# ---- design 1 ----
==> design_1/density.png <==
(3 px per um) 11 x 11 tiles, from dark blue (low) to red (high), 0 to 100% covered.
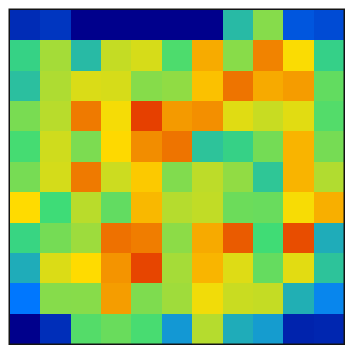

File: src/rtl/keypad_scan_fifo_pkg.sv
// Shared definitions for the keypad front end: scanner states and the
// direct-button key codes consumed by the calculator core.
package keypad_scan_fifo_pkg;

    typedef enum logic [2:0] {
        ST_IDLE,
        ST_DRIVE,
        ST_SAMPLE,
        ST_FRAME,
        ST_EMIT
    } scan_state_t;

    // Direct-button codes for the default 4x4 matrix (offset = N_ROWS*N_COLS).
    localparam int unsigned KEY_DIRECT_BASE = 16;
    localparam int unsigned KEY_AC  = KEY_DIRECT_BASE + 0;
    localparam int unsigned KEY_ADD = KEY_DIRECT_BASE + 1;
    localparam int unsigned KEY_SUB = KEY_DIRECT_BASE + 2;
    localparam int unsigned KEY_MUL = KEY_DIRECT_BASE + 3;
    localparam int unsigned KEY_DIV = KEY_DIRECT_BASE + 4;
    localparam int unsigned KEY_EQ  = KEY_DIRECT_BASE + 5;

endpackage

File: src/rtl/keypad_scan_fifo_fifo.sv
// Key-event FIFO: first-word fall-through head, occupancy level, full flag.
module key_event_fifo #(
    parameter int unsigned WIDTH = 5,
    parameter int unsigned DEPTH = 4
) (
    input  logic                       clk,
    input  logic                       rst_n,
    input  logic                       push,
    input  logic [WIDTH-1:0]           push_data,
    input  logic                       pop,
    output logic [WIDTH-1:0]           head,
    output logic [$clog2(DEPTH):0]     level,
    output logic                       full,
    output logic                       empty
);
    localparam int unsigned PTR_W = $clog2(DEPTH);
    localparam int unsigned LVL_W = PTR_W + 1;

    logic [WIDTH-1:0] mem [DEPTH];
    logic [PTR_W-1:0] wr_ptr;
    logic [PTR_W-1:0] rd_ptr;
    logic             do_push;
    logic             do_pop;

    assign empty   = (level == '0);
    assign full    = (level == LVL_W'(DEPTH));
    assign do_pop  = pop && !empty;
    // A pop in the same cycle frees the slot, so a push into a full FIFO is accepted.
    assign do_push = push && (!full || do_pop);
    assign head    = empty ? '0 : mem[rd_ptr];

    always_ff @(posedge clk) begin
        if (do_push) begin
            mem[wr_ptr] <= push_data;
        end
    end

    always_ff @(posedge clk or negedge rst_n) begin
        if (!rst_n) begin
            wr_ptr <= '0;
            rd_ptr <= '0;
            level  <= '0;
        end else begin
            if (do_push) begin
                wr_ptr <= wr_ptr + 1'b1;
            end
            if (do_pop) begin
                rd_ptr <= rd_ptr + 1'b1;
            end
            case ({do_push, do_pop})
                2'b10:   level <= level + 1'b1;
                2'b01:   level <= level - 1'b1;
                default: level <= level;
            endcase
        end
    end

endmodule

File: src/rtl/keypad_scan_fifo.sv
// Keypad matrix scanner with frame debounce; new presses become key codes
// queued in a FIFO and presented on a valid/ready port.
module keypad_scan_fifo
    import keypad_scan_fifo_pkg::*;
#(
    parameter int unsigned N_ROWS         = 4,
    parameter int unsigned N_COLS         = 4,
    parameter int unsigned N_DIRECT       = 6,
    parameter int unsigned SETTLE_CYCLES  = 4,
    parameter int unsigned DEBOUNCE_SCANS = 3,
    parameter int unsigned FIFO_DEPTH     = 4,
    localparam int unsigned NKEYS         = N_ROWS * N_COLS + N_DIRECT,
    localparam int unsigned CODE_W        = $clog2(NKEYS),
    localparam int unsigned LVL_W         = $clog2(FIFO_DEPTH) + 1
) (
    input  logic                clk,
    input  logic                rst_n,
    input  logic                i_scan_en,
    output logic [N_ROWS-1:0]   o_word_lines,
    input  logic [N_COLS-1:0]   i_bit_lines,
    input  logic [N_DIRECT-1:0] i_direct,
    output logic [CODE_W-1:0]   o_data,
    output logic                o_valid,
    input  logic                i_ready,
    output logic                o_overflow,
    input  logic                i_clr_overflow,
    output logic [LVL_W-1:0]    o_level
);
    localparam int unsigned NMAT  = N_ROWS * N_COLS;
    localparam int unsigned ROW_W = (N_ROWS > 1) ? $clog2(N_ROWS) : 1;
    localparam int unsigned SET_W = (SETTLE_CYCLES > 1) ? $clog2(SETTLE_CYCLES) : 1;
    localparam int unsigned CNT_W = $clog2(DEBOUNCE_SCANS + 1);

    localparam logic [ROW_W-1:0]  LAST_ROW    = ROW_W'(N_ROWS - 1);
    localparam logic [SET_W-1:0]  LAST_SETTLE = SET_W'(SETTLE_CYCLES - 1);
    localparam logic [CNT_W-1:0]  DB_MAX      = CNT_W'(DEBOUNCE_SCANS);
    localparam logic [CODE_W-1:0] LAST_IDX    = CODE_W'(NKEYS - 1);

    scan_state_t         state, state_next;
    logic [N_COLS-1:0]   bl_s1, bl_s2;
    logic [N_DIRECT-1:0] di_s1, di_s2;
    logic [ROW_W-1:0]    row;
    logic [SET_W-1:0]    settle;
    logic [NMAT-1:0]     frame_mat;
    logic [NKEYS-1:0]    frame_full, cand, stable, mask, new_mask;
    logic [CNT_W-1:0]    count, cnt_inc;
    logic [CODE_W-1:0]   idx;
    logic                accept;
    logic                push;
    logic                fifo_full;
    logic                fifo_empty;

    assign frame_full = {di_s2, frame_mat};

    always_comb begin
        cnt_inc = CNT_W'(1);
        if (frame_full == cand) begin
            cnt_inc = (count == DB_MAX) ? count : count + 1'b1;
        end
        accept   = (cnt_inc == DB_MAX);
        new_mask = accept ? (frame_full & ~stable) : '0;
    end

    always_comb begin
        state_next   = state;
        o_word_lines = '0;
        push         = 1'b0;
        case (state)
            ST_IDLE:   state_next = ST_DRIVE;
            ST_DRIVE: begin
                o_word_lines = N_ROWS'(1) << row;
                if (settle == LAST_SETTLE) state_next = ST_SAMPLE;
            end
            ST_SAMPLE: begin
                o_word_lines = N_ROWS'(1) << row;
                state_next   = (row == LAST_ROW) ? ST_FRAME : ST_DRIVE;
            end
            ST_FRAME:  state_next = (|new_mask) ? ST_EMIT : ST_DRIVE;
            ST_EMIT: begin
                push = mask[idx];
                if (idx == LAST_IDX) state_next = ST_DRIVE;
            end
            default:   state_next = ST_IDLE;
        endcase
        if (!i_scan_en) begin
            state_next = ST_IDLE;
            push       = 1'b0;
        end
    end

    always_ff @(posedge clk or negedge rst_n) begin
        if (!rst_n) begin
            state     <= ST_IDLE;
            bl_s1     <= '0;
            bl_s2     <= '0;
            di_s1     <= '0;
            di_s2     <= '0;
            row       <= '0;
            settle    <= '0;
            frame_mat <= '0;
            cand      <= '0;
            stable    <= '0;
            mask      <= '0;
            count     <= '0;
            idx       <= '0;
        end else begin
            state <= state_next;
            bl_s1 <= i_bit_lines;
            bl_s2 <= bl_s1;
            di_s1 <= i_direct;
            di_s2 <= di_s1;
            // Disabling keeps candidate/stable so held keys do not re-fire.
            if (!i_scan_en) begin
                row    <= '0;
                settle <= '0;
                idx    <= '0;
            end else begin
                case (state)
                    ST_DRIVE: settle <= (settle == LAST_SETTLE) ? '0 : settle + 1'b1;
                    ST_SAMPLE: begin
                        for (int unsigned r = 0; r < N_ROWS; r++) begin
                            if (row == ROW_W'(r)) frame_mat[r*N_COLS +: N_COLS] <= bl_s2;
                        end
                        row    <= (row == LAST_ROW) ? '0 : row + 1'b1;
                        settle <= '0;
                    end
                    ST_FRAME: begin
                        cand  <= frame_full;
                        count <= cnt_inc;
                        if (accept) begin
                            stable <= frame_full;
                            mask   <= new_mask;
                        end
                        idx    <= '0;
                        row    <= '0;
                        settle <= '0;
                    end
                    ST_EMIT: idx <= idx + 1'b1;
                    default: begin
                        row    <= '0;
                        settle <= '0;
                    end
                endcase
            end
        end
    end

    always_ff @(posedge clk or negedge rst_n) begin
        if (!rst_n) begin
            o_overflow <= 1'b0;
        end else if (push && fifo_full && !i_ready) begin
            o_overflow <= 1'b1;
        end else if (i_clr_overflow) begin
            o_overflow <= 1'b0;
        end
    end

    assign o_valid = !fifo_empty;

    key_event_fifo #(
        .WIDTH (CODE_W),
        .DEPTH (FIFO_DEPTH)
    ) u_fifo (
        .clk       (clk),
        .rst_n     (rst_n),
        .push      (push),
        .push_data (idx),
        .pop       (i_ready),
        .head      (o_data),
        .level     (o_level),
        .full      (fifo_full),
        .empty     (fifo_empty)
    );

endmodule

File: config.mk
export PLATFORM = sky130hd
export DESIGN_NAME = keypad_scan_fifo
export DESIGN_NICKNAME = d
export VERILOG_FILES = /design/src/rtl/keypad_scan_fifo_pkg.sv /design/src/rtl/keypad_scan_fifo_fifo.sv /design/src/rtl/keypad_scan_fifo.sv
export SDC_FILE = /design/constraint.sdc
export NUM_CORES = 1
export LEC_CHECK = 0
export CELL_PAD_IN_SITES_DETAIL_PLACEMENT = 0
export CELL_PAD_IN_SITES_GLOBAL_PLACEMENT = 1
export CORE_MARGIN = 1
export CORE_UTILIZATION = 53
export CTS_CLUSTER_SIZE = 24
export DETAILED_ROUTE_END_ITERATION = 16
export GPL_TIMING_DRIVEN = 0
export PLACE_DENSITY = 0.86
export SETUP_SLACK_MARGIN = 0.3
export SLEW_MARGIN = 20
export SYNTH_ARGS = -nofsm -noshare
export SYNTH_HDL_FRONTEND = slang
export SYNTH_SLANG_ARGS = --single-unit
File: constraint.sdc
create_clock -name clk -period 5.3 [get_ports clk]
set_input_delay 1.06 -clock clk [delete_from_list [all_inputs] [get_ports clk]]
set_output_delay 1.06 -clock clk [all_outputs]
set_load 0.01 [all_outputs]
# ---- design 2 ----
$ cat src/rtl/fir_pkg.sv
// Shared types and width helpers for the moving-average FIR slice.
package fir_pkg;

  localparam int unsigned DATA_W_DEF = 8;

  typedef logic signed [DATA_W_DEF-1:0] sample_t;

  // Headroom covers the sum of `taps` full-scale samples, plus a sign bit.
  function automatic int unsigned sum_width(input int unsigned data_w, input int unsigned taps);
    return data_w + $clog2(taps) + 1;
  endfunction

endpackage

$ cat src/rtl/fir_const_div.sv
// Signed divide of the window sum by the constant tap count, truncating toward zero.
module fir_const_div
  import fir_pkg::*;
#(
  parameter int unsigned DATA_W = DATA_W_DEF,
  parameter int unsigned TAPS   = 3,
  parameter int unsigned SUM_W  = sum_width(DATA_W, TAPS)
) (
  input  logic signed [SUM_W-1:0]  i_sum,
  output logic signed [DATA_W-1:0] o_quot
);

  localparam logic signed [SUM_W-1:0] DIVISOR = SUM_W'(TAPS);

  // The quotient magnitude never exceeds one sample, so dropping the upper bits is lossless.
  assign o_quot = DATA_W'(i_sum / DIVISOR);

endmodule

$ cat src/rtl/fir_moving_average.sv
// Streaming TAPS-point moving average: tap/sum stage followed by a divide/output stage.
module fir_moving_average
  import fir_pkg::*;
#(
  parameter int unsigned DATA_W = DATA_W_DEF,
  parameter int unsigned TAPS   = 3,
  parameter int unsigned CNT_W  = 16
) (
  input  logic                     CLOCK_50,
  input  logic                     RESET_N,
  input  logic                     enable,
  input  logic                     in_valid,
  output logic                     in_ready,
  input  logic signed [DATA_W-1:0] in_data,
  output logic                     out_valid,
  input  logic                     out_ready,
  output logic signed [DATA_W-1:0] out_data,
  output logic [CNT_W-1:0]         sample_count
);

  localparam int unsigned SUM_W = sum_width(DATA_W, TAPS);

  logic                     r_en;
  logic                     w_start;
  logic                     w_s2_load;
  logic                     w_accept;

  logic signed [DATA_W-1:0] r_taps [TAPS];
  logic signed [SUM_W-1:0]  r_sum;
  logic signed [SUM_W-1:0]  w_sum_next;
  logic                     r_s1_valid;
  logic [CNT_W-1:0]         r_count;

  logic                     r_out_valid;
  logic signed [DATA_W-1:0] r_out_data;
  logic signed [DATA_W-1:0] w_quot;

  assign w_start   = enable & ~r_en;
  assign w_s2_load = ~r_out_valid | out_ready;
  assign in_ready  = enable & ~w_start & (~r_s1_valid | w_s2_load);
  assign w_accept  = in_valid & in_ready;

  // Running window sum: add the newcomer, retire the oldest tap.
  assign w_sum_next = r_sum + SUM_W'(in_data) - SUM_W'(r_taps[TAPS-1]);

  always_ff @(posedge CLOCK_50 or negedge RESET_N) begin
    if (!RESET_N) begin
      r_en <= 1'b0;
    end else begin
      r_en <= enable;
    end
  end

  always_ff @(posedge CLOCK_50 or negedge RESET_N) begin
    if (!RESET_N) begin
      for (int unsigned i = 0; i < TAPS; i++) begin
        r_taps[i] <= '0;
      end
      r_sum      <= '0;
      r_s1_valid <= 1'b0;
      r_count    <= '0;
    end else if (w_start) begin
      for (int unsigned i = 0; i < TAPS; i++) begin
        r_taps[i] <= '0;
      end
      r_sum      <= '0;
      r_s1_valid <= 1'b0;
      r_count    <= '0;
    end else if (w_accept) begin
      r_taps[0] <= in_data;
      for (int unsigned i = 1; i < TAPS; i++) begin
        r_taps[i] <= r_taps[i-1];
      end
      r_sum      <= w_sum_next;
      r_s1_valid <= 1'b1;
      r_count    <= r_count + CNT_W'(1);
    end else if (w_s2_load) begin
      r_s1_valid <= 1'b0;
    end
  end

  fir_const_div #(
    .DATA_W (DATA_W),
    .TAPS   (TAPS),
    .SUM_W  (SUM_W)
  ) u_div (
    .i_sum  (r_sum),
    .o_quot (w_quot)
  );

  always_ff @(posedge CLOCK_50 or negedge RESET_N) begin
    if (!RESET_N) begin
      r_out_valid <= 1'b0;
      r_out_data  <= '0;
    end else if (w_start) begin
      r_out_valid <= 1'b0;
    end else if (w_s2_load) begin
      r_out_valid <= r_s1_valid;
      if (r_s1_valid) begin
        r_out_data <= w_quot;
      end
    end
  end

  assign out_valid    = r_out_valid;
  assign out_data     = r_out_data;
  assign sample_count = r_count;

endmodule

$ cat config.mk
export PLATFORM = sky130hd
export DESIGN_NAME = fir_moving_average
export DESIGN_NICKNAME = d
export VERILOG_FILES = /design/src/rtl/fir_pkg.sv /design/src/rtl/fir_const_div.sv /design/src/rtl/fir_moving_average.sv
export SDC_FILE = /design/constraint.sdc
export NUM_CORES = 1
export LEC_CHECK = 0
export CORE_ASPECT_RATIO = 1.75
export CORE_UTILIZATION = 45
export CTS_CLUSTER_SIZE = 8
export DETAILED_ROUTE_END_ITERATION = 8
export DONT_BUFFER_PORTS = 1
export SYNTH_ARGS = -nofsm -noshare
export SYNTH_HDL_FRONTEND = slang
export SYNTH_SLANG_ARGS = --single-unit
$ cat constraint.sdc
create_clock -name CLOCK_50 -period 5.59 [get_ports CLOCK_50]
set_input_delay 0.8385 -clock CLOCK_50 [delete_from_list [all_inputs] [get_ports CLOCK_50]]
set_output_delay 0.8385 -clock CLOCK_50 [all_outputs]
set_load 0.01 [all_outputs]
# ---- design 3 ----
File: src/rtl/pulse_reg_pkg.sv
// Shared widths, pulse word layout and command control-bit offsets
// for the pulse register queue.
package pulse_reg_pkg;

    localparam int DEF_DATA_WIDTH  = 32;
    localparam int DEF_ENV_WIDTH   = 24;
    localparam int DEF_PHASE_WIDTH = 17;
    localparam int DEF_FREQ_WIDTH  = 9;
    localparam int DEF_AMP_WIDTH   = 16;
    localparam int DEF_CFG_WIDTH   = 4;
    localparam int DEF_DEPTH       = 4;

    // control bits, relative to the end of the immediates
    localparam int PHASE_SEL = 0;
    localparam int PHASE_EN  = 1;
    localparam int FREQ_SEL  = 2;
    localparam int FREQ_EN   = 3;
    localparam int ENV_SEL   = 4;
    localparam int ENV_EN    = 5;
    localparam int AMP_SEL   = 6;
    localparam int AMP_EN    = 7;
    localparam int CFG_EN    = 8;
    localparam int CTL_BITS  = 9;

    typedef struct packed {
        logic [DEF_CFG_WIDTH-1:0]   cfg;
        logic [DEF_AMP_WIDTH-1:0]   amp;
        logic [DEF_ENV_WIDTH-1:0]   env;
        logic [DEF_FREQ_WIDTH-1:0]  freq;
        logic [DEF_PHASE_WIDTH-1:0] phase;
    } pulse_word_t;

    function automatic int ctl_base(
        input int pw,
        input int fw,
        input int ew,
        input int aw,
        input int cw
    );
        return pw + fw + ew + aw + cw;
    endfunction

    function automatic int max2(input int a, input int b);
        return (a > b) ? a : b;
    endfunction

endpackage

File: src/rtl/pulse_word_fifo.sv
// Synchronous pulse-word FIFO; the parent guarantees push is legal
// (not full, or a same-cycle pop) and pop only when not empty.
module pulse_word_fifo #(
    parameter int WIDTH     = 70,
    parameter int DEPTH     = 4,
    parameter int LVL_WIDTH = $clog2(DEPTH + 1)
) (
    input  logic                 clk,
    input  logic                 reset,
    input  logic                 push,
    input  logic                 pop,
    input  logic [WIDTH-1:0]     din,
    output logic [WIDTH-1:0]     dout,
    output logic [LVL_WIDTH-1:0] level,
    output logic                 full,
    output logic                 empty
);

    localparam int AW = $clog2(DEPTH);

    logic [WIDTH-1:0] mem [DEPTH];
    logic [AW-1:0]    wptr;
    logic [AW-1:0]    rptr;

    always_ff @(posedge clk) begin
        if (push) begin
            mem[wptr] <= din;
        end
    end

    // power-of-two depth: pointers wrap by overflow
    always_ff @(posedge clk) begin
        if (reset) begin
            wptr  <= '0;
            rptr  <= '0;
            level <= '0;
        end else begin
            if (push) begin
                wptr <= wptr + AW'(1);
            end
            if (pop) begin
                rptr <= rptr + AW'(1);
            end
            unique case ({push, pop})
                2'b10:   level <= level + LVL_WIDTH'(1);
                2'b01:   level <= level - LVL_WIDTH'(1);
                default: level <= level;
            endcase
        end
    end

    assign dout  = mem[rptr];
    assign full  = (level == LVL_WIDTH'(DEPTH));
    assign empty = (level == '0);

endmodule

File: src/rtl/pulse_reg_queue.sv
// Pulse parameter staging register with direct or queued release
// toward the pulse interface, plus fill/overflow/underflow status.
module pulse_reg_queue
    import pulse_reg_pkg::*;
#(
    parameter int DATA_WIDTH  = DEF_DATA_WIDTH,
    parameter int ENV_WIDTH   = DEF_ENV_WIDTH,
    parameter int PHASE_WIDTH = DEF_PHASE_WIDTH,
    parameter int FREQ_WIDTH  = DEF_FREQ_WIDTH,
    parameter int AMP_WIDTH   = DEF_AMP_WIDTH,
    parameter int CFG_WIDTH   = DEF_CFG_WIDTH,
    parameter int DEPTH       = DEF_DEPTH,
    parameter int CMD_WIDTH   = PHASE_WIDTH + FREQ_WIDTH + ENV_WIDTH
                              + AMP_WIDTH + CFG_WIDTH + 9,
    parameter int LVL_WIDTH   = $clog2(DEPTH + 1)
) (
    input  logic                   clk,
    input  logic                   reset,
    input  logic [CMD_WIDTH-1:0]   pulse_cmd_in,
    input  logic [DATA_WIDTH-1:0]  reg_in,
    input  logic                   pulse_write_en,
    input  logic                   cstrobe_in,
    input  logic                   queue_mode,
    input  logic                   release_in,
    input  logic                   clear_flags,
    output logic [ENV_WIDTH-1:0]   env_word,
    output logic [PHASE_WIDTH-1:0] phase,
    output logic [FREQ_WIDTH-1:0]  freq,
    output logic [AMP_WIDTH-1:0]   amp,
    output logic [CFG_WIDTH-1:0]   cfg,
    output logic                   cstrobe_out,
    output logic [LVL_WIDTH-1:0]   fill_level,
    output logic                   full,
    output logic                   empty,
    output logic                   overflow,
    output logic                   underflow
);

    localparam int FO = PHASE_WIDTH;
    localparam int EO = FO + FREQ_WIDTH;
    localparam int AO = EO + ENV_WIDTH;
    localparam int CO = AO + AMP_WIDTH;
    localparam int CB = ctl_base(PHASE_WIDTH, FREQ_WIDTH,
                                 ENV_WIDTH, AMP_WIDTH, CFG_WIDTH);
    localparam int WORD_W = CB;
    localparam int FMAX = max2(max2(PHASE_WIDTH, FREQ_WIDTH),
                               max2(ENV_WIDTH, AMP_WIDTH));
    localparam int EXT = max2(FMAX, DATA_WIDTH);

    logic [CTL_BITS-1:0] ctl;
    logic [EXT-1:0]      reg_x;
    logic                unused_reg_hi;

    // register source, zero-extended for fields wider than reg_in
    assign ctl           = pulse_cmd_in[CB +: CTL_BITS];
    assign reg_x         = EXT'(reg_in);
    assign unused_reg_hi = ^reg_x;

    logic [PHASE_WIDTH-1:0] stg_phase, nxt_phase;
    logic [FREQ_WIDTH-1:0]  stg_freq,  nxt_freq;
    logic [ENV_WIDTH-1:0]   stg_env,   nxt_env;
    logic [AMP_WIDTH-1:0]   stg_amp,   nxt_amp;
    logic [CFG_WIDTH-1:0]   stg_cfg,   nxt_cfg;

    always_comb begin
        nxt_phase = stg_phase;
        nxt_freq  = stg_freq;
        nxt_env   = stg_env;
        nxt_amp   = stg_amp;
        nxt_cfg   = stg_cfg;
        if (pulse_write_en) begin
            if (ctl[PHASE_EN]) begin
                nxt_phase = ctl[PHASE_SEL]
                          ? reg_x[PHASE_WIDTH-1:0]
                          : pulse_cmd_in[FO-1:0];
            end
            if (ctl[FREQ_EN]) begin
                nxt_freq = ctl[FREQ_SEL]
                         ? reg_x[FREQ_WIDTH-1:0]
                         : pulse_cmd_in[EO-1:FO];
            end
            if (ctl[ENV_EN]) begin
                nxt_env = ctl[ENV_SEL]
                        ? reg_x[ENV_WIDTH-1:0]
                        : pulse_cmd_in[AO-1:EO];
            end
            if (ctl[AMP_EN]) begin
                nxt_amp = ctl[AMP_SEL]
                        ? reg_x[AMP_WIDTH-1:0]
                        : pulse_cmd_in[CO-1:AO];
            end
            if (ctl[CFG_EN]) begin
                nxt_cfg = pulse_cmd_in[CB-1:CO];
            end
        end
    end

    logic [WORD_W-1:0] commit_w;
    logic [WORD_W-1:0] head_w;
    logic              f_full;
    logic              f_empty;
    logic              push_req;
    logic              push;
    logic              pop;
    logic              direct_go;
    logic              ovf_set;
    logic              udf_set;

    assign commit_w  = {nxt_cfg, nxt_amp, nxt_env, nxt_freq, nxt_phase};
    assign direct_go = cstrobe_in && !queue_mode;
    assign push_req  = cstrobe_in && queue_mode;
    assign pop       = release_in && queue_mode && !f_empty;
    // a full queue still accepts when the head leaves this cycle
    assign push      = push_req && (!f_full || pop);
    assign ovf_set   = push_req && f_full && !pop;
    assign udf_set   = release_in && queue_mode && f_empty;

    pulse_word_fifo #(
        .WIDTH     (WORD_W),
        .DEPTH     (DEPTH),
        .LVL_WIDTH (LVL_WIDTH)
    ) u_fifo (
        .clk   (clk),
        .reset (reset),
        .push  (push),
        .pop   (pop),
        .din   (commit_w),
        .dout  (head_w),
        .level (fill_level),
        .full  (f_full),
        .empty (f_empty)
    );

    assign full  = f_full;
    assign empty = f_empty;

    always_ff @(posedge clk) begin
        if (reset) begin
            stg_phase   <= '0;
            stg_freq    <= '0;
            stg_env     <= '0;
            stg_amp     <= '0;
            stg_cfg     <= '0;
            phase       <= '0;
            freq        <= '0;
            env_word    <= '0;
            amp         <= '0;
            cfg         <= '0;
            cstrobe_out <= 1'b0;
            overflow    <= 1'b0;
            underflow   <= 1'b0;
        end else begin
            if (pulse_write_en) begin
                stg_phase <= nxt_phase;
                stg_freq  <= nxt_freq;
                stg_env   <= nxt_env;
                stg_amp   <= nxt_amp;
                stg_cfg   <= nxt_cfg;
            end
            cstrobe_out <= direct_go || pop;
            unique case (1'b1)
                direct_go: begin
                    phase    <= nxt_phase;
                    freq     <= nxt_freq;
                    env_word <= nxt_env;
                    amp      <= nxt_amp;
                    cfg      <= nxt_cfg;
                end
                pop: begin
                    phase    <= head_w[FO-1:0];
                    freq     <= head_w[EO-1:FO];
                    env_word <= head_w[AO-1:EO];
                    amp      <= head_w[CO-1:AO];
                    cfg      <= head_w[CB-1:CO];
                end
                default: ;
            endcase
            // setting event wins over a same-cycle clear
            if (ovf_set) begin
                overflow <= 1'b1;
            end else if (clear_flags) begin
                overflow <= 1'b0;
            end
            if (udf_set) begin
                underflow <= 1'b1;
            end else if (clear_flags) begin
                underflow <= 1'b0;
            end
        end
    end

endmodule

File: config.mk
export PLATFORM = sky130hd
export DESIGN_NAME = pulse_reg_queue
export DESIGN_NICKNAME = d
export VERILOG_FILES = /design/src/rtl/pulse_reg_pkg.sv /design/src/rtl/pulse_word_fifo.sv /design/src/rtl/pulse_reg_queue.sv
export SDC_FILE = /design/constraint.sdc
export NUM_CORES = 1
export LEC_CHECK = 0
export ABC_AREA = 1
export CORE_MARGIN = 3
export CORE_UTILIZATION = 41
export DETAILED_ROUTE_END_ITERATION = 10
export SLEW_MARGIN = 0
export SYNTH_ARGS = -nofsm -noshare
export SYNTH_HDL_FRONTEND = slang
export SYNTH_SLANG_ARGS = --single-unit
File: constraint.sdc
create_clock -name clk -period 10.65 [get_ports clk]
set_input_delay 1.065 -clock clk [delete_from_list [all_inputs] [get_ports clk]]
set_output_delay 1.065 -clock clk [all_outputs]
set_load 0.02 [all_outputs]
# ---- design 4 ----
===== src/rtl/dump_pkg.sv =====
// Shared definitions for the architectural state dump streamer (FSM states, sizes, index width).
// Latency: n/a, definitions only.
// Backpressure: n/a. The ST_CSUM state exists only when DUMP_CHECKSUM_EN is defined.
package dump_pkg;

    // Default dump sizes: full integer register file plus a small data-memory window.
    localparam int DEF_NUM_REGS = 32;
    localparam int DEF_NUM_DMEM = 16;

    // Stream index width; must hold NUM_REGS + NUM_DMEM (+1 for the checksum word).
    localparam int IDX_W = 6;

    // Read address widths of the register file and the data-memory window.
    localparam int RF_AW = 5;
    localparam int DM_AW = 4;

    // The state names the section of the word currently held in the output register.
`ifdef DUMP_CHECKSUM_EN
    typedef enum logic [1:0] {
        ST_IDLE = 2'd0,
        ST_REG  = 2'd1,
        ST_MEM  = 2'd2,
        ST_CSUM = 2'd3
    } dump_state_e;
`else
    typedef enum logic [1:0] {
        ST_IDLE = 2'd0,
        ST_REG  = 2'd1,
        ST_MEM  = 2'd2
    } dump_state_e;
`endif

endpackage


===== src/rtl/arch_state_dump.sv =====
// Streams register file then data memory (optionally an XOR checksum word, DUMP_CHECKSUM_EN) as indexed words.
// Latency: first word valid 1 cycle after dump_req is sampled in idle; one word per cycle while out_ready is high.
// Backpressure: valid/ready; the output register holds data/idx/last while out_valid && !out_ready.
module arch_state_dump
    import dump_pkg::*;
#(
    parameter int NUM_REGS = DEF_NUM_REGS,
    parameter int NUM_DMEM = DEF_NUM_DMEM,
    parameter int DWIDTH   = 32
) (
    input  logic              clk,
    input  logic              rst,
    input  logic              dump_req,
    output logic [RF_AW-1:0]  rf_raddr,
    input  logic [DWIDTH-1:0] rf_rdata,
    output logic [DM_AW-1:0]  dm_raddr,
    input  logic [DWIDTH-1:0] dm_rdata,
    output logic              out_valid,
    input  logic              out_ready,
    output logic [DWIDTH-1:0] out_data,
    output logic [IDX_W-1:0]  out_idx,
    output logic              out_last,
    output logic              busy
);

    // Stream index landmarks.
    localparam logic [IDX_W-1:0] LAST_REG = IDX_W'(NUM_REGS - 1);
    localparam logic [IDX_W-1:0] MEM_BASE = IDX_W'(NUM_REGS);
    localparam logic [IDX_W-1:0] LAST_MEM = IDX_W'(NUM_REGS + NUM_DMEM - 1);
`ifdef DUMP_CHECKSUM_EN
    localparam logic [IDX_W-1:0] CSUM_IDX = IDX_W'(NUM_REGS + NUM_DMEM);
    localparam logic [IDX_W-1:0] LAST_IDX = CSUM_IDX;
`else
    localparam logic [IDX_W-1:0] LAST_IDX = LAST_MEM;
`endif

    dump_state_e       state_q;
    dump_state_e       state_d;
    logic              hs;
    logic              load;
    logic [IDX_W-1:0]  load_idx;
    logic [IDX_W-1:0]  mem_off;
    logic [DWIDTH-1:0] load_word;
    logic [DWIDTH-1:0] out_data_d;
    logic [IDX_W-1:0]  out_idx_d;
    logic              out_last_d;
`ifdef DUMP_CHECKSUM_EN
    logic [DWIDTH-1:0] csum_q;
    logic [DWIDTH-1:0] csum_d;
`endif

    // Index of the word that will be loaded next, and the read addresses that fetch it.
    // The memories are read combinationally so a load can happen in the same cycle as a handshake.
    always_comb begin
        load_idx = (state_q == ST_IDLE) ? '0 : out_idx + IDX_W'(1);
        mem_off  = load_idx - MEM_BASE;
        rf_raddr = '0;
        dm_raddr = '0;
        if (state_q != ST_IDLE) begin
            if (load_idx < MEM_BASE) begin
                rf_raddr = RF_AW'(load_idx);
            end else if (load_idx <= LAST_MEM) begin
                dm_raddr = DM_AW'(mem_off);
            end
        end
    end

    // Select the word to load: r0 is architecturally zero, then regs, then dmem (then checksum).
    always_comb begin
        load_word = dm_rdata;
        if (load_idx == '0) begin
            load_word = '0;
        end else if (load_idx < MEM_BASE) begin
            load_word = rf_rdata;
        end
`ifdef DUMP_CHECKSUM_EN
        else if (load_idx == CSUM_IDX) begin
            load_word = csum_q;
        end
`endif
    end

    // Next-state and output-register update; a handshake reloads the output register in the same cycle.
    always_comb begin
        state_d    = state_q;
        out_data_d = out_data;
        out_idx_d  = out_idx;
        out_last_d = out_last;
        load       = 1'b0;
        out_valid  = (state_q != ST_IDLE);
        busy       = (state_q != ST_IDLE);
        hs         = out_valid && out_ready;
`ifdef DUMP_CHECKSUM_EN
        csum_d     = csum_q;
`endif

        case (state_q)
            ST_IDLE: begin
                if (dump_req) begin
                    state_d = ST_REG;
                    load    = 1'b1;
                end
            end
            ST_REG: begin
                if (hs) begin
                    load = 1'b1;
                    if (out_idx == LAST_REG) begin
                        state_d = ST_MEM;
                    end
                end
            end
            ST_MEM: begin
                if (hs) begin
                    if (out_idx == LAST_MEM) begin
`ifdef DUMP_CHECKSUM_EN
                        state_d = ST_CSUM;
                        load    = 1'b1;
`else
                        state_d = ST_IDLE;
`endif
                    end else begin
                        load = 1'b1;
                    end
                end
            end
`ifdef DUMP_CHECKSUM_EN
            ST_CSUM: begin
                if (hs) begin
                    state_d = ST_IDLE;
                end
            end
`endif
            default: begin
                state_d = ST_IDLE;
            end
        endcase

        if (load) begin
            out_data_d = load_word;
            out_idx_d  = load_idx;
            out_last_d = (load_idx == LAST_IDX);
`ifdef DUMP_CHECKSUM_EN
            // Checksum restarts with word 0 of each dump and folds in every loaded word.
            csum_d     = (state_q == ST_IDLE) ? load_word : (csum_q ^ load_word);
`endif
        end else if (state_d == ST_IDLE) begin
            out_last_d = 1'b0;
        end
    end

    // State and output registers; reset aborts any dump in progress.
    always_ff @(posedge clk) begin
        if (rst) begin
            state_q  <= ST_IDLE;
            out_data <= '0;
            out_idx  <= '0;
            out_last <= 1'b0;
`ifdef DUMP_CHECKSUM_EN
            csum_q   <= '0;
`endif
        end else begin
            state_q  <= state_d;
            out_data <= out_data_d;
            out_idx  <= out_idx_d;
            out_last <= out_last_d;
`ifdef DUMP_CHECKSUM_EN
            csum_q   <= csum_d;
`endif
        end
    end

endmodule


===== config.mk =====
export PLATFORM = sky130hd
export DESIGN_NAME = arch_state_dump
export DESIGN_NICKNAME = d
export VERILOG_FILES = /design/src/rtl/dump_pkg.sv /design/src/rtl/arch_state_dump.sv
export SDC_FILE = /design/constraint.sdc
export NUM_CORES = 1
export LEC_CHECK = 0
export ABC_AREA = 1
export CAP_MARGIN = 10
export CORE_ASPECT_RATIO = 0.5
export CORE_MARGIN = 5
export CORE_UTILIZATION = 37
export CTS_BUF_LIST = sky130_fd_sc_hd__clkbuf_2 sky130_fd_sc_hd__clkbuf_4 sky130_fd_sc_hd__clkbuf_8
export CTS_CLUSTER_DIAMETER = 40
export DETAILED_ROUTE_END_ITERATION = 12
export PLACE_DENSITY = 0.77
export SKIP_CTS_REPAIR_TIMING = 1
export SLEW_MARGIN = 30
export SYNTH_ARGS = -nofsm -noshare
export SYNTH_HDL_FRONTEND = slang
export SYNTH_SLANG_ARGS = --single-unit

===== constraint.sdc =====
create_clock -name clk -period 1.7 [get_ports clk]
set_input_delay 0.34 -clock clk [delete_from_list [all_inputs] [get_ports clk]]
set_output_delay 0.34 -clock clk [all_outputs]
set_load 0.03 [all_outputs]

==> design_4/final_congestion.png <==
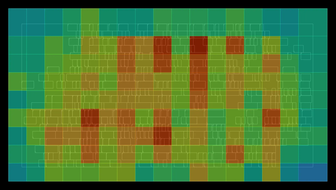
DR WL/cell: 12.8 um
grt met3 use: 0.0318

==> ci_impl_report.md, design 4 <==
## Synthesis and layout report

| Metric | Value |
|---|---|
| Full die area | `roughly 0.008 sq mm` |
| Worst vdd ir | `~320 uV` |
| Final min period | `between 1.5 and 2 ns` |
| Worst hold endpoint | `out_data[14]$_SDFFE_PP0P_` |
| Most flop-heavy register | `out_data` |
| Top cells, area | `dfxtp_1 (36%), nand2_1 (24%), nand3_1 (8.7%)` |
| Final setup margin | `-0.200 ns` |
| Die y size | `~66 um` |
| Failing checks | `negative setup slack` |
| Latency at later pin | `around 0.29 ns` |
| Crit-path leading delay family | `simple AND/OR/NAND/NOR gates` |
| Regs by FF count | `out_data: 32 flops, out_idx: 6 flops, state_q: 2 flops` |
| Yosys top cell area share | `0.358` |
| Wirelength, routed | `around 7400 um` |
| Dpl hpwl | `around 5600 um` |
| Top-count cell post-synth | `nand2_1` |
| Pin count of the biggest net entering global routing | `34` |
| YS warnings | `0` |
| Inverters | `19` |
| Flop share of the area | `0.207` |
| Initial antenna violation count | `0` |
| Synth logic family | `simple AND/OR/NAND/NOR gates` |
| Leakage | `approximately 1.9 nW` |
| Logic share of the area | `0.336` |
| GRT busiest layer | `met2` |
| Max clock buf depth | `2` |
| Avg Cell Area, Syn | `about 6.5 sq um` |
| Placed Cells | `~570` |
| Worst Hold Class | `reg -> reg` |
| Clock group total power | `~630 uW` |
| Area Growth Syn to Fin | `75.8%` |
| Ant diodes | `0` |
| Post-Syn Instances | `354` |
| Max reg flops | `32` |
| Critical R2R Capture | `out_data[16]$_SDFFE_PP0P_` |
| Floorplan Nets | `423` |
| CP most frequent cell | `nor2_4` |
| RSZ-0062 raised after global routing | `yes` |
| Max incr delay on CP | `0.35 ns` |
| Num CTS Buffers | `5` |
| Share of layout cells above drive strength 1 | `0.193` |
| Outcome | `complete, but fails checks` |
| FF-to-FF Start | `state_q[1]$_SDFF_PP0_` |
| # Cells Yosys | `around 350` |
| H-Tree Depth | `2` |
| Log Warnings | `28` |
| Largest Pwr Group | `sequential cells` |
| Nets@finish | `around 560` |
| Crit. path cell count | `9` |
| Tot GR Track Use | `0.180` |
| MUX share of area | `0` |
| Clock power frac | `0.254` |
| Seq group | `just over 1 mW` |
| CLK BUF | `5` |
| Worst path arrival time | `between 1.5 and 2 ns` |
| Via Count | `2,661` |
| CP Launch Type | `register` |
| Setup violations, final | `9` |
| Aoi share | `0.104` |
| Top layer in use | `met4` |
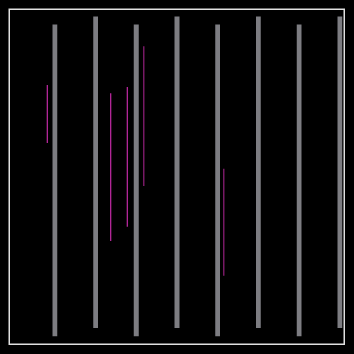
(design_1/met4.png)
(3 px per um) Supply wires on this layer in grey.
longest straight run: 49.0 um
wire length on this layer: 196 um
main direction: vertical
nets with wire on the layer: 4
share of all routed wire: 1.6%

Notes on design_1/density.png above:
nearly empty tiles: 5.0%
tiles over 75% full: 25%
mean over tiles: 58%
fullest tile: 93%
final core utilization: 0.640
initial core utilization: 0.549
Core Area: 0.0115 sq mm

==> ci_impl_report.md, design 1 <==
## Synthesis and layout report

| Metric | Value |
|---|---|
| Outcome | `complete, but fails checks` |
| Failing checks | `design-rule violations` |
| H-Tree Depth | `4` |
| Fin area | `approximately 0.0074 sq mm` |
| WL met1 | `between 5000 and 6000 um` |
| Slew Limit Fails | `0` |
| Sequential share of power | `0.491` |
| Final Non-Filler Cells | `704` |
| Hold Fails Final Rpt | `0` |
| Unique masters post-synth | `~48` |
| Hold-fix buffers at CTS | `0` |
| Clock-cell share | `0.0767` |
| Dominant logic cell type in the layout | `dfrtp_1` |
| CTS resizes | `0` |
| Placed inst area | `0.00681 sq mm` |
| Placed Cells | `approximately 670` |
| Final GP Congestion | `0.751` |
| Max clock buf depth | `2` |
| Pin count of the biggest net entering global routing | `~70` |
| Worst Hold Class | `reg -> reg` |
| CTS tree | `built` |
| Dpl hpwl | `8500 um` |
| Die y size | `between 100 and 150 um` |
| Power share of the combinational group | `0.025` |
| Top layer in use | `met4` |
| RSZ-0062 raised after global routing | `no` |
| # Cells Yosys | `approximately 500` |
| # DRC | `4` |
| Avg Cell Area, Syn | `about 13 sq um` |
| Area Growth Syn to Fin | `16.7%` |
| Num CTS Buffers | `17` |
| Vias in the first global route | `between 3,000 and 4,000` |
| Post-Syn Instances | `approximately 500` |
| Yosys top cell area share | `0.491` |
| Floorplan Nets | `528` |
| Asr flop ratio synth | `0.861` |
| Hold_sp | `di_s1[5]$_DFF_PN0_` |
| Number of synthesized register bits | `roughly 140` |
| Crit path from | `i_scan_en` |
| Wirelength, routed | `about 12,000 um` |
| Combinational power | `about 57 uW` |
| Critical path class | `in -> reg` |
| Psw | `around 490 uW` |
| Global-route wire length before repair | `about 20,000 um` |
| Top cells, area | `dfrtp_1 (49%), mux2_2 (11%), edfxtp_1 (9.5%)` |
| Max Fclk | `279 MHz` |
| Seq group | `about 1.1 mW` |
| R2R Setup Slk | `2.26 ns` |
| Root Buffer | `clkbuf_16` |
==> design_3/density.png <==
(1.5 px per um) 22 x 22 tiles, from dark blue (low) to red (high), 0 to 100% covered.
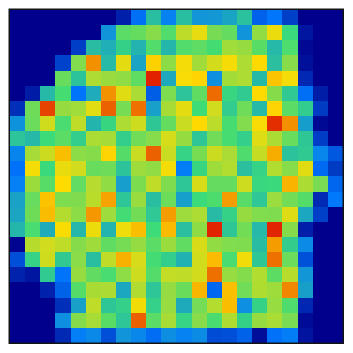
mean over tiles: 45%
tiles over 75% full: 8.7%
nearly empty tiles: 14%
emptiest ninth of the die: top left
fullest tile: 96%

==> design_3/port_nets.png <==
(1 px per um)
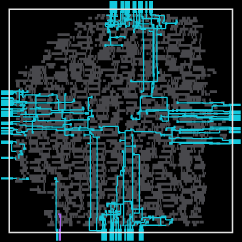
[purple] `release_in` | bits: 1 | direction: input | end cells: 1 | buffers: 1 | wire: 23.0 um
[cyan] `pulse_cmd_in` | bits: 79 | direction: input | end cells: 145 | buffers: 81 | wire: 4,130 um

==> ci_impl_report.md, design 3 <==
## Synthesis and layout report

| Metric | Value |
|---|---|
| Outcome | `finished clean` |
| H-Tree Depth | `2` |
| Via density | `around 5` |
| Post-Syn Instances | `about 2,200` |
| Seq group | `roughly 1.9 mW` |
| Fillers | `between 4,000 and 5,000` |
| Hold-fix buffers at CTS | `0` |
| Max reg flops | `~280` |
| Clock group total power | `1.57 mW` |
| Vias in the first global route | `approximately 14,000` |
| Non-clk buf share | `0.0874` |
| Clock-cell share | `0.0653` |
| Hold_sp | `overflow$_SDFFE_PP0P_` |
| Setup violations, final | `0` |
| Root Buffer | `clkbuf_16` |
| Worst path arrival time | `around 3.7 ns` |
| Sequential share of power | `0.486` |
| Final min period | `~3.5 ns` |
| Final period util | `0.331` |
| Met2 WL | `26,300 um` |
| Yosys top cell area share | `0.441` |
| Setup TNS | `0 ns` |
| Logic share of the area | `0.259` |
| P per Cell Area | `171 mW/mm^2` |
| Worst slew pin tran | `about 1.2 ns` |
| Worst Path Required | `between 10 and 15 ns` |
| Final Non-Filler Cells | `2,949` |
| Relative slew slack | `0.210` |
| Worst hold endpoint | `overflow$_SDFFE_PP0P_` |
| Max clock buf depth | `3` |
| Combinational Area | `about 0.006 sq mm` |
| Clk pin slew, worst setup/hold paths | `0.06 ns` |
| DR pass1 iterations | `7` |
| Via Count | `roughly 14,000` |
| Global-route wire length before repair | `a little over 80,000 um` |
| Yosys stat area | `roughly 0.019 sq mm` |
| Met2 usage | `0.372` |
| Floorplan Nets | `between 2,000 and 2,500` |
| Cell Area, Synth | `0.0191 sq mm` |
| Worst vdd ir | `106 uV` |
| MUX share of area | `0` |
| Psw | `960 uW` |
| Leading cell kind | `flip-flops and latches` |
| Avg Cell Area, Syn | `roughly 9 sq um` |
| Largest Pwr Group | `sequential cells` |
| Power share of the combinational group | `0.114` |
| GRT busiest layer | `met2` |
| Latency at later pin | `0.56 ns` |
| Wirelength, routed | `54,000 um` |
| Crit. path cell count | `6` |
| Top cells, area | `edfxtp_1 (44%), dfxtp_1 (16%), nand2_1 (14%)` |
| Worst Hold Path Cells | `2` |
| GRT overflow | `0` |
| Asr flop ratio synth | `0` |
| Final setup margin | `between 7 and 8 ns` |
| Tot GR Track Use | `0.215` |
| Fin area | `~0.023 sq mm` |
| CP Launch Type | `input port` |
| Dpl hpwl | `around 30,000 um` |
| Design Power | `between 3 and 4 mW` |
| Critical path class | `in -> reg` |
| Multi-In Gates | `about 1,300` |
| Initial core utilization | `0.418` |
| Flop share of the area | `0.503` |
| Sequential cell area fraction in the yosys report | `0.600` |
| # IOs | `196` |
| Final antenna-violating net count | `0` |
| Aoi share | `0.0472` |
| Share of layout cells above drive strength 1 | `0.0660` |
| Unique masters post-synth | `25` |
==> design_2/density.png <==
(4 px per um) 8 x 14 tiles, from dark blue (low) to red (high), 0 to 100% covered.
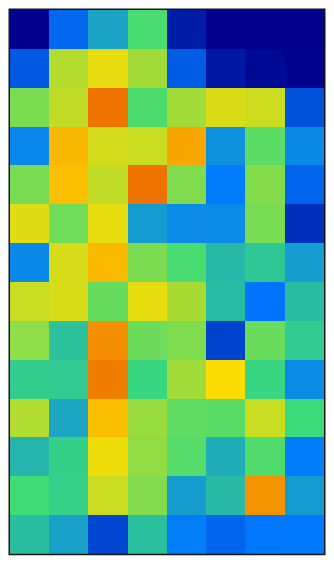
nearly empty tiles: 5.4%
emptiest ninth of the die: top right
mean over tiles: 47%
initial core utilization: 0.465
final core utilization: 0.526

==> design_2/port_nets.png <==
(3 px per um)
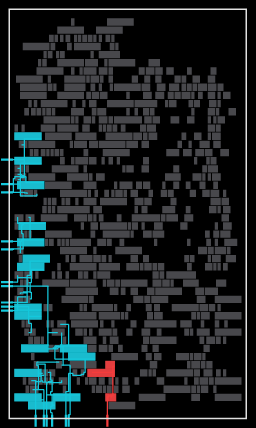
[red] `enable` | bits: 1 | direction: input | end cells: 4 | buffers: 0 | wire: 26.4 um
[cyan] `sample_count` | bits: 16 | direction: output | end cells: 16 | buffers: 0 | wire: 469 um

==> ci_impl_report.md, design 2 <==
## Synthesis and layout report

| Metric | Value |
|---|---|
| Num CTS Buffers | `9` |
| Initial antenna violation count | `0` |
| Leading cell kind | `logic gates` |
| Seq group | `~600 uW` |
| RSZ-0062 raised after global routing | `no` |
| DR pass1 iterations | `5` |
| Crit path from | `r_sum[5]$_DFFE_PN0P_` |
| Via density | `5.86` |
| Sequential share of power | `0.159` |
| CP Launch Type | `register` |
| Final GP Congestion | `0.874` |
| Outcome | `finished clean` |
| Worst path arrival time | `roughly 5.5 ns` |
| Non-clk buf share | `0.0317` |
| Met2 usage | `0.448` |
| Vias in the first global route | `between 4,000 and 5,000` |
| Grt met3 use | `0.0356` |
| Latency at later pin | `about 0.34 ns` |
| Unique masters post-synth | `between 70 and 80` |
| Max incr delay on CP | `around 0.6 ns` |
| Clk pin slew, worst setup/hold paths | `approximately 0.06 ns` |

==> notes/layouts.md <==
Pictures saved along the way, in no particular order.

Clock distribution.
panel A
(1.5 px per um)
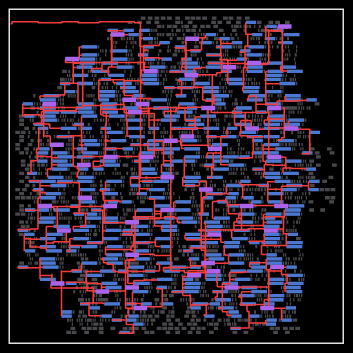
panel B
(3 px per um)
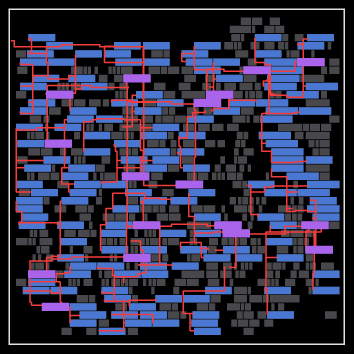
panel C
(4 px per um)
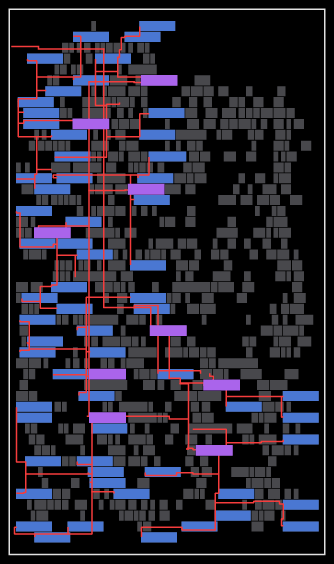
panel D
(4 px per um)
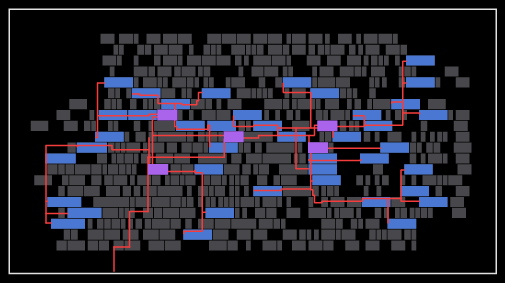
panel A: design 3
panel D: design 4
panel C: design 2
panel B: design 1
Of these, largest die: panel A
Of these, fewest sequential cells: panel D



## Gallery

Track usage over the die.
(a)
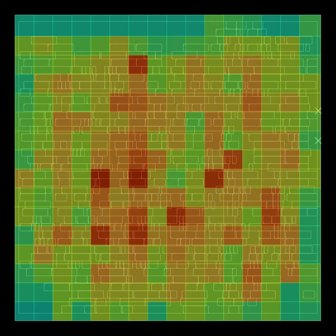
(b)
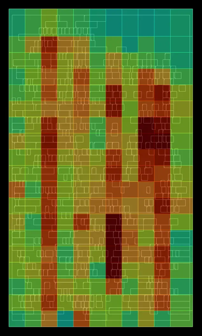
(c)
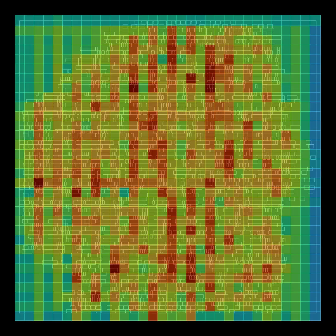
Of these, highest utilization: (a)
design 3 -> (c)
design 2 -> (b)
design 1 -> (a)

Power and IR drop assume default switching activity.
